=== design 1 ===
design_1/met1.png
Supply wires on this layer in gray.
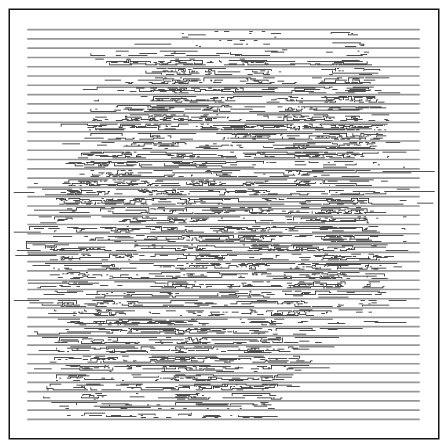
design_1/met2.png
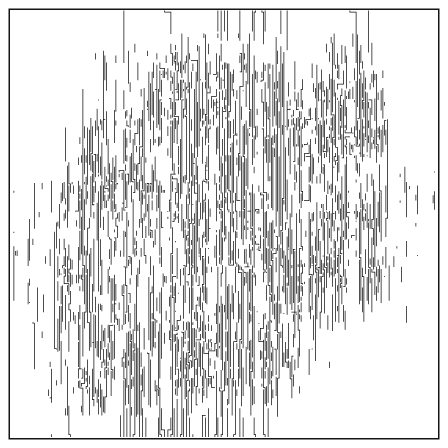
**src/rtl/perf_counter_unit.sv**
```systemverilog
// Performance monitor: cycle, retired-instruction and event counters between start and done, frozen on done's rising edge.
// Optional PERF_SATURATE_EN: counters saturate at all-ones instead of wrapping. rd_data has 1-cycle latency; no backpressure.
module perf_counter_unit #(
  parameter int CNT_W   = 16,
  parameter int NUM_EVT = 4,
  parameter int SEL_W   = 3
) (
  input  logic               CLOCK_50,
  input  logic               reset_n,
  input  logic               start,
  input  logic               done,
  input  logic               instr_retire,
  input  logic [NUM_EVT-1:0] evt,
  input  logic               clear,
  input  logic [SEL_W-1:0]   rd_sel,
  output logic [CNT_W-1:0]   rd_data,
  output logic [CNT_W-1:0]   clock_count,
  output logic [CNT_W-1:0]   instr_cnt,
  output logic               running,
  output logic               frozen,
  output logic [NUM_EVT+1:0] ovf
);

  localparam int NCNT = NUM_EVT + 2;

  typedef enum logic [1:0] {IDLE, RUN, FROZEN} state_t;

  state_t           state;
  state_t           state_nxt;
  logic             done_q;
  logic             done_edge;
  logic [NCNT-1:0]  inc;
  logic [CNT_W-1:0] cnt [NCNT];
  logic [CNT_W-1:0] rd_nxt;

  // Counter order matches rd_sel and ovf: cycles, instructions, then events.
  assign inc         = {evt, instr_retire, 1'b1};
  assign done_edge   = done & ~done_q;
  assign clock_count = cnt[0];
  assign instr_cnt   = cnt[1];

  always_comb begin
    state_nxt = state;
    if (clear) begin
      state_nxt = start ? RUN : IDLE;
    end else begin
      case (state)
        IDLE:    if (start) state_nxt = RUN;
        RUN:     if (done_edge) state_nxt = FROZEN;
        default: state_nxt = state;
      endcase
    end
  end

  always_ff @(posedge CLOCK_50 or negedge reset_n) begin
    if (!reset_n) begin
      state   <= IDLE;
      running <= 1'b0;
      frozen  <= 1'b0;
      done_q  <= 1'b0;
    end else begin
      state   <= state_nxt;
      running <= (state_nxt == RUN);
      frozen  <= (state_nxt == FROZEN);
      done_q  <= done;
    end
  end

  always_ff @(posedge CLOCK_50 or negedge reset_n) begin
    if (!reset_n) begin
      for (int k = 0; k < NCNT; k++) cnt[k] <= '0;
      ovf <= '0;
    end else if (clear) begin
      for (int k = 0; k < NCNT; k++) cnt[k] <= '0;
      ovf <= '0;
    end else if (state == RUN) begin
      for (int k = 0; k < NCNT; k++) begin
        if (inc[k]) begin
          if (&cnt[k]) begin
`ifdef PERF_SATURATE_EN
            cnt[k] <= cnt[k];
`else
            cnt[k] <= '0;
`endif
            ovf[k] <= 1'b1;
          end else begin
            cnt[k] <= cnt[k] + CNT_W'(1);
          end
        end
      end
    end
  end

  // Out-of-range selects read as zero.
  always_comb begin
    rd_nxt = '0;
    for (int k = 0; k < NCNT; k++) begin
      if (rd_sel == SEL_W'(k)) rd_nxt = cnt[k];
    end
  end

  always_ff @(posedge CLOCK_50 or negedge reset_n) begin
    if (!reset_n) rd_data <= '0;
    else          rd_data <= rd_nxt;
  end

endmodule

```
**config.mk**
```make
export PLATFORM = sky130hd
export DESIGN_NAME = perf_counter_unit
export DESIGN_NICKNAME = d
export VERILOG_FILES = /design/src/rtl/perf_counter_unit.sv
export SDC_FILE = /design/constraint.sdc
export NUM_CORES = 1
export LEC_CHECK = 0
export CAP_MARGIN = 25
export CORE_MARGIN = 5
export CORE_UTILIZATION = 52
export DETAILED_ROUTE_END_ITERATION = 10
export PLACE_DENSITY = 0.82
export REMOVE_ABC_BUFFERS = 1
export SYNTH_ARGS = -nofsm -noshare
export SYNTH_HDL_FRONTEND = slang
export SYNTH_SLANG_ARGS = --single-unit
```
**constraint.sdc**
```tcl
create_clock -name CLOCK_50 -period 2 [get_ports CLOCK_50]
set_input_delay 0.4 -clock CLOCK_50 [delete_from_list [all_inputs] [get_ports CLOCK_50]]
set_output_delay 0.4 -clock CLOCK_50 [all_outputs]
set_load 0.02 [all_outputs]
```
==> impl_metrics.yaml <==
# yosys + openroad results
status:
  status: "finished, final reports clean"
layout:
  logic_area_um2: 3430
  fillCellCount: 1020
  lay_top_cells: "dfrtp_1 (123), nor2_1 (98), nand2_1 (89)"
  final-clk-cell-share_pct: 7.29
  sh_seq_area_pct: 35.6
  num-nonclk-inverters: 8
  area_growth_pct: 24.9
timing:
  timing.fmax_mhz: 508
  setup-tns-final_ns: 0
  whs_ns: 0.359
pwr:
  p_comb_share_pct: 9.7
  clock_power_share_pct: 50.6
yosys:
  yosysWarnings: 0
  numSynthFlops: 123
  flop_cell: "dfrtp_1"
  synthCells: 764
  synthTopCellsByArea: "dfrtp_1 (44%), nor2_1 (5.4%), xor2_1 (4.9%)"
  synth.distinct_cells: 65
  syn_area_um2: 6930
  ys_cells: 764
  top_area_cell: "dfrtp_1"
  async_flop_share_pct: 100
critical_path:
  end_kind: "output port"
  critPathMaxStageDelay_ns: 0.67
place:
  dp_hpwl_mm: 14.2
  place_area_um2: 7990
  portBuffers: 68
  placed_cells: 1009
floorplanning:
  dieArea_um2: 15700
  initial_core_util_pct: 52.7
  fp-row-count: 42
  io_pins: 69
  taps: 176
grt:
  first_global_vias: 5966
  top_usage_layer: "met2"
  overflow: 0
  grt_max_degree: 45
clock_tree:
  h-tree-depth: 4
  cts_tree: "yes"
  cts_buffer_depth: 2
  clock-sinks: 123
flow_run:
  maxCapViolCount: 0
route:
  vias_per_cell: 6.06
## Picture notes: design_1/met1.png
share of all routed wire: 42%
main direction: horizontal
longest straight run: 66.7 µm
nets with wire on the layer: 806
wire length on this layer: 8,410 µm
GRT met1 Usage: 34.5%
drt total wl: 20.0 mm
via count: 6,319

## Picture notes: design_1/met2.png
share of all routed wire: 47%
longest straight run: 52.5 µm
met2 Resource Use GR: 39.3%

power groups by stage:
stage / registers (mW) / logic, mW / clock network [mW]
6_report: 2.58 / 0.630 / 3.29
2_1_floorplan: 2.66 / 0.204 / 0
3_3_place_gp: 2.62 / 0.605 / 0
5_1_grt: 2.59 / 0.682 / 3.43
3_5_place_dp: 2.62 / 0.616 / 0
4_1_cts: 2.58 / 0.624 / 3.31
registers in the layout, summed over array words and instances (netlist names):
name / flops
cnt: 64
clock_count: 16
instr_cnt: 16
rd_data: 16
ovf: 6
state: 2
done_q: 1
frozen: 1
running: 1

=== design 2 ===
design_2/met1.png
Supply wires on this layer in gray.
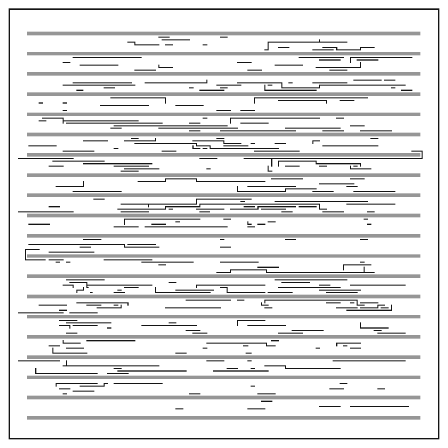
design_2/met2.png
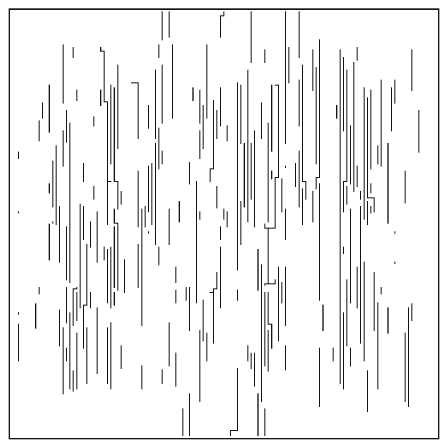
[config.mk]
export PLATFORM = sky130hd
export DESIGN_NAME = alu_wb_stage
export DESIGN_NICKNAME = d
export VERILOG_FILES = /design/src/rtl/alu_wb_pkg.sv /design/src/rtl/alu_flag_gen.sv /design/src/rtl/alu_wb_stage.sv
export SDC_FILE = /design/constraint.sdc
export NUM_CORES = 1
export LEC_CHECK = 0
export CAP_MARGIN = 25
export CORE_MARGIN = 2
export CORE_UTILIZATION = 53
export CTS_BUF_LIST = sky130_fd_sc_hd__clkbuf_8 sky130_fd_sc_hd__clkbuf_16
export DETAILED_ROUTE_END_ITERATION = 10
export GPL_ROUTABILITY_DRIVEN = 0
export HOLD_SLACK_MARGIN = 0.1
export PLACE_DENSITY = 0.92
export SLEW_MARGIN = 25
export SYNTH_ARGS = -nofsm -noshare
export SYNTH_HDL_FRONTEND = slang
export SYNTH_HIERARCHICAL = 1
export SYNTH_SLANG_ARGS = --single-unit
[constraint.sdc]
create_clock -name clk -period 3.9 [get_ports clk]
set_input_delay 0.78 -clock clk [delete_from_list [all_inputs] [get_ports clk]]
set_output_delay 0.78 -clock clk [all_outputs]
set_load 0.01 [all_outputs]
[src/rtl/alu_wb_pkg.sv]
// Shared types and constants for the ALU writeback stage.
// Optional borrow-style carry flag is enabled with the ALU_WB_BORROW_EN macro.
package alu_wb_pkg;

   localparam int WB_DEPTH  = 2;
   localparam int WB_DATA_W = 8;
   localparam int WB_RD_W   = 2;

   localparam int FLAG_N = 2;
   localparam int FLAG_Z = 1;
   localparam int FLAG_C = 0;

   typedef struct packed {
      logic n;
      logic z;
      logic c;
   } flags_t;

   typedef struct packed {
      logic [WB_DATA_W-1:0] data;
      logic [WB_RD_W-1:0]   rd;
      flags_t               flags;
   } wb_entry_t;

endpackage

[src/rtl/alu_flag_gen.sv]
// Combinational N/Z/C flag derivation for one ALU result.
// ALU_WB_BORROW_EN: when defined, subtract results report C as the inverted carry (borrow).
module alu_flag_gen
   import alu_wb_pkg::*;
#(
   parameter int N = 8
) (
   input  logic [N-1:0] i_result,
   input  logic         i_carry,
   input  logic         i_op,
   output flags_t       o_flags
);

`ifdef ALU_WB_BORROW_EN
   localparam logic BORROW_EN = 1'b1;
`else
   localparam logic BORROW_EN = 1'b0;
`endif

   logic [2:0] w_bits;

   // Assemble flag bits at their architectural positions.
   always_comb begin
      w_bits         = 3'b000;
      w_bits[FLAG_N] = i_result[N-1];
      w_bits[FLAG_Z] = (i_result == {N{1'b0}});
      w_bits[FLAG_C] = i_carry ^ (i_op & BORROW_EN);
   end

   assign o_flags = flags_t'(w_bits);

endmodule

[src/rtl/alu_wb_stage.sv]
// Writeback stage: 2-entry skid FIFO of ALU results with flags, plus architectural flags register.
// ALU_WB_BORROW_EN (see alu_flag_gen) changes only how C is derived.
module alu_wb_stage
   import alu_wb_pkg::*;
#(
   parameter int N    = 8,
   parameter int RD_W = 2
) (
   input  logic            clk,
   input  logic            reset,
   input  logic            in_valid,
   output logic            in_ready,
   input  logic [N-1:0]    in_result,
   input  logic            in_carry,
   input  logic            in_op,
   input  logic [RD_W-1:0] in_rd,
   output logic            out_valid,
   input  logic            out_ready,
   output logic [N-1:0]    out_data,
   output logic [RD_W-1:0] out_rd,
   output flags_t          out_flags,
   output flags_t          flags_reg
);

   logic [N-1:0]    r_data  [WB_DEPTH];
   logic [RD_W-1:0] r_rd    [WB_DEPTH];
   flags_t          r_flags [WB_DEPTH];
   logic            r_head;
   logic            r_tail;
   logic [1:0]      r_count;
   flags_t          r_flags_reg;

   logic            w_push;
   logic            w_pop;
   flags_t          w_new_flags;

   alu_flag_gen #(.N(N)) u_flag_gen (
      .i_result (in_result),
      .i_carry  (in_carry),
      .i_op     (in_op),
      .o_flags  (w_new_flags)
   );

   // Handshake is decoded from registered count only, so out_ready never reaches in_ready.
   assign in_ready  = (r_count != 2'd2);
   assign out_valid = (r_count != 2'd0);
   assign w_push    = in_valid & in_ready;
   assign w_pop     = out_valid & out_ready;

   assign out_data  = r_data[r_head];
   assign out_rd    = r_rd[r_head];
   assign out_flags = r_flags[r_head];
   assign flags_reg = r_flags_reg;

   // Buffer storage, pointers, occupancy and architectural flags.
   always_ff @(posedge clk or posedge reset) begin
      if (reset) begin
         for (int i = 0; i < WB_DEPTH; i++) begin
            r_data[i]  <= {N{1'b0}};
            r_rd[i]    <= {RD_W{1'b0}};
            r_flags[i] <= flags_t'(3'b000);
         end
         r_head      <= 1'b0;
         r_tail      <= 1'b0;
         r_count     <= 2'd0;
         r_flags_reg <= flags_t'(3'b000);
      end else begin
         if (w_push) begin
            r_data[r_tail]  <= in_result;
            r_rd[r_tail]    <= in_rd;
            r_flags[r_tail] <= w_new_flags;
            r_tail          <= ~r_tail;
         end
         if (w_pop) begin
            r_head      <= ~r_head;
            r_flags_reg <= r_flags[r_head];
         end
         case ({w_push, w_pop})
            2'b10:   r_count <= r_count + 2'd1;
            2'b01:   r_count <= r_count - 2'd1;
            default: r_count <= r_count;
         endcase
      end
   end

endmodule

==> impl_metrics.yaml <==
# yosys + openroad results
yosys:
  yosysChipArea_um2: 1520
  common_cells: "dfrtp_1 (33), mux2_2 (32), mux2_4 (10), xnor2_1 (4)"
  synthCells: 99
  topCombFamilyByArea: "multiplexers"
  top_area_cell: "dfrtp_1"
  mux_share_pct: 33.6
  edf_count: 0
clock_tree:
  cts_made_buffers: 5
  post-cts-setup-buffers: 0
  clock-sinks: 33
  clk_latency_ns: 0.29
layout:
  largest_register_ffs: 16
  dominant_cells: "sequential cells"
  area_growth_pct: 27.7
  multiInputCombCellCount: 58
  bufAreaShareNonClock_pct: 16.9
  flops: 33
grt:
  overflow: 0
  top_usage_layer: "met2"
  first_global_vias: 938
  grt_pass1_wl_mm: 4.40
status:
  status: "finished, final reports clean"
floorplanning:
  placeableCoreArea_um2: 2730
  io_pins: 34
worst_hold_path:
  hold_depth: 1
  hp-start: "r_data[15]"
route:
  vias_per_cell: 5.37
  ant_nets: 0
  post_drt_wl_per_cell_um: 16.6
  met2_length_mm: 1.36
  wl_met3_um: 183
critical_path:
  cp_top_family: "flip-flops"
  worstPathRequired_ns: 3.12
  worstRegToRegCells: 7
  cp-startpoint: "r_head"
  crit_cells: 2
  cp_cell_sequence: "mux2_2, clkdlybuf4s50_1"
  r2r-end: "r_count[1]"
pwr:
  p_leak_nw: 0.853
timing:
  worstMarginPinSlew_ns: 0.605
  final_max_slew_viol_count: 0
  rsz0062_at_grt: "no"
place:
  portBuffers: 32
About design_2/met1.png:
longest straight run: 23.9 µm
nets with wire on the layer: 126
wire length on this layer: 1,160 µm
main direction: horizontal
share of all routed wire: 42%
GRT met1 Usage: 22.3%
drt total wl: 2.74 mm
via count: 886

About design_2/met2.png:
share of all routed wire: 50%
nets with wire on the layer: 141
longest straight run: 44.9 µm
wire length on this layer: 1,360 µm
met2 Resource Use GR: 29.1%

[report_power, final]
group	switching [mW]	internal, mW
Combinational	0.270	0.531
Clock	0.123	0.159
Sequential	0.118	0.506
Total	0.511	1.20
[stage by stage]
stage | utilization [%] | setup WS (ns) | cells | power, mW | hold slack, ns
finish | 71.0 | 1.20 | 165 | 1.71 | 0.503
global route | 71.0 | 1.10 | 165 | 1.80 | 0.522
CTS | 71.0 | 1.19 | 165 | 1.72 | 0.506
detailed placement | 67.3 | 1.51 | 157 | 1.43 | 0.490
global placement | 67.3 | 1.49 | 157 | 1.40 | 0.477
floorplan | - | 2.12 | 99 | 1.12 | 0.461


## Gallery

Clock routing.
Plate I
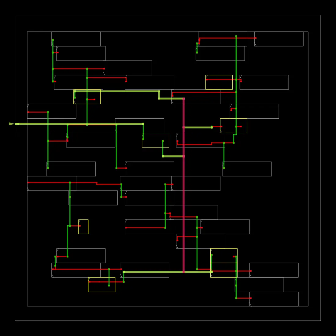
Plate II
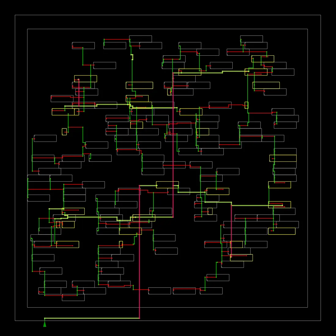
| picture | from |
|---|---|
| Plate I | design 2 |
| Plate II | design 1 |

Power is estimated from default activity; no workload was simulated.
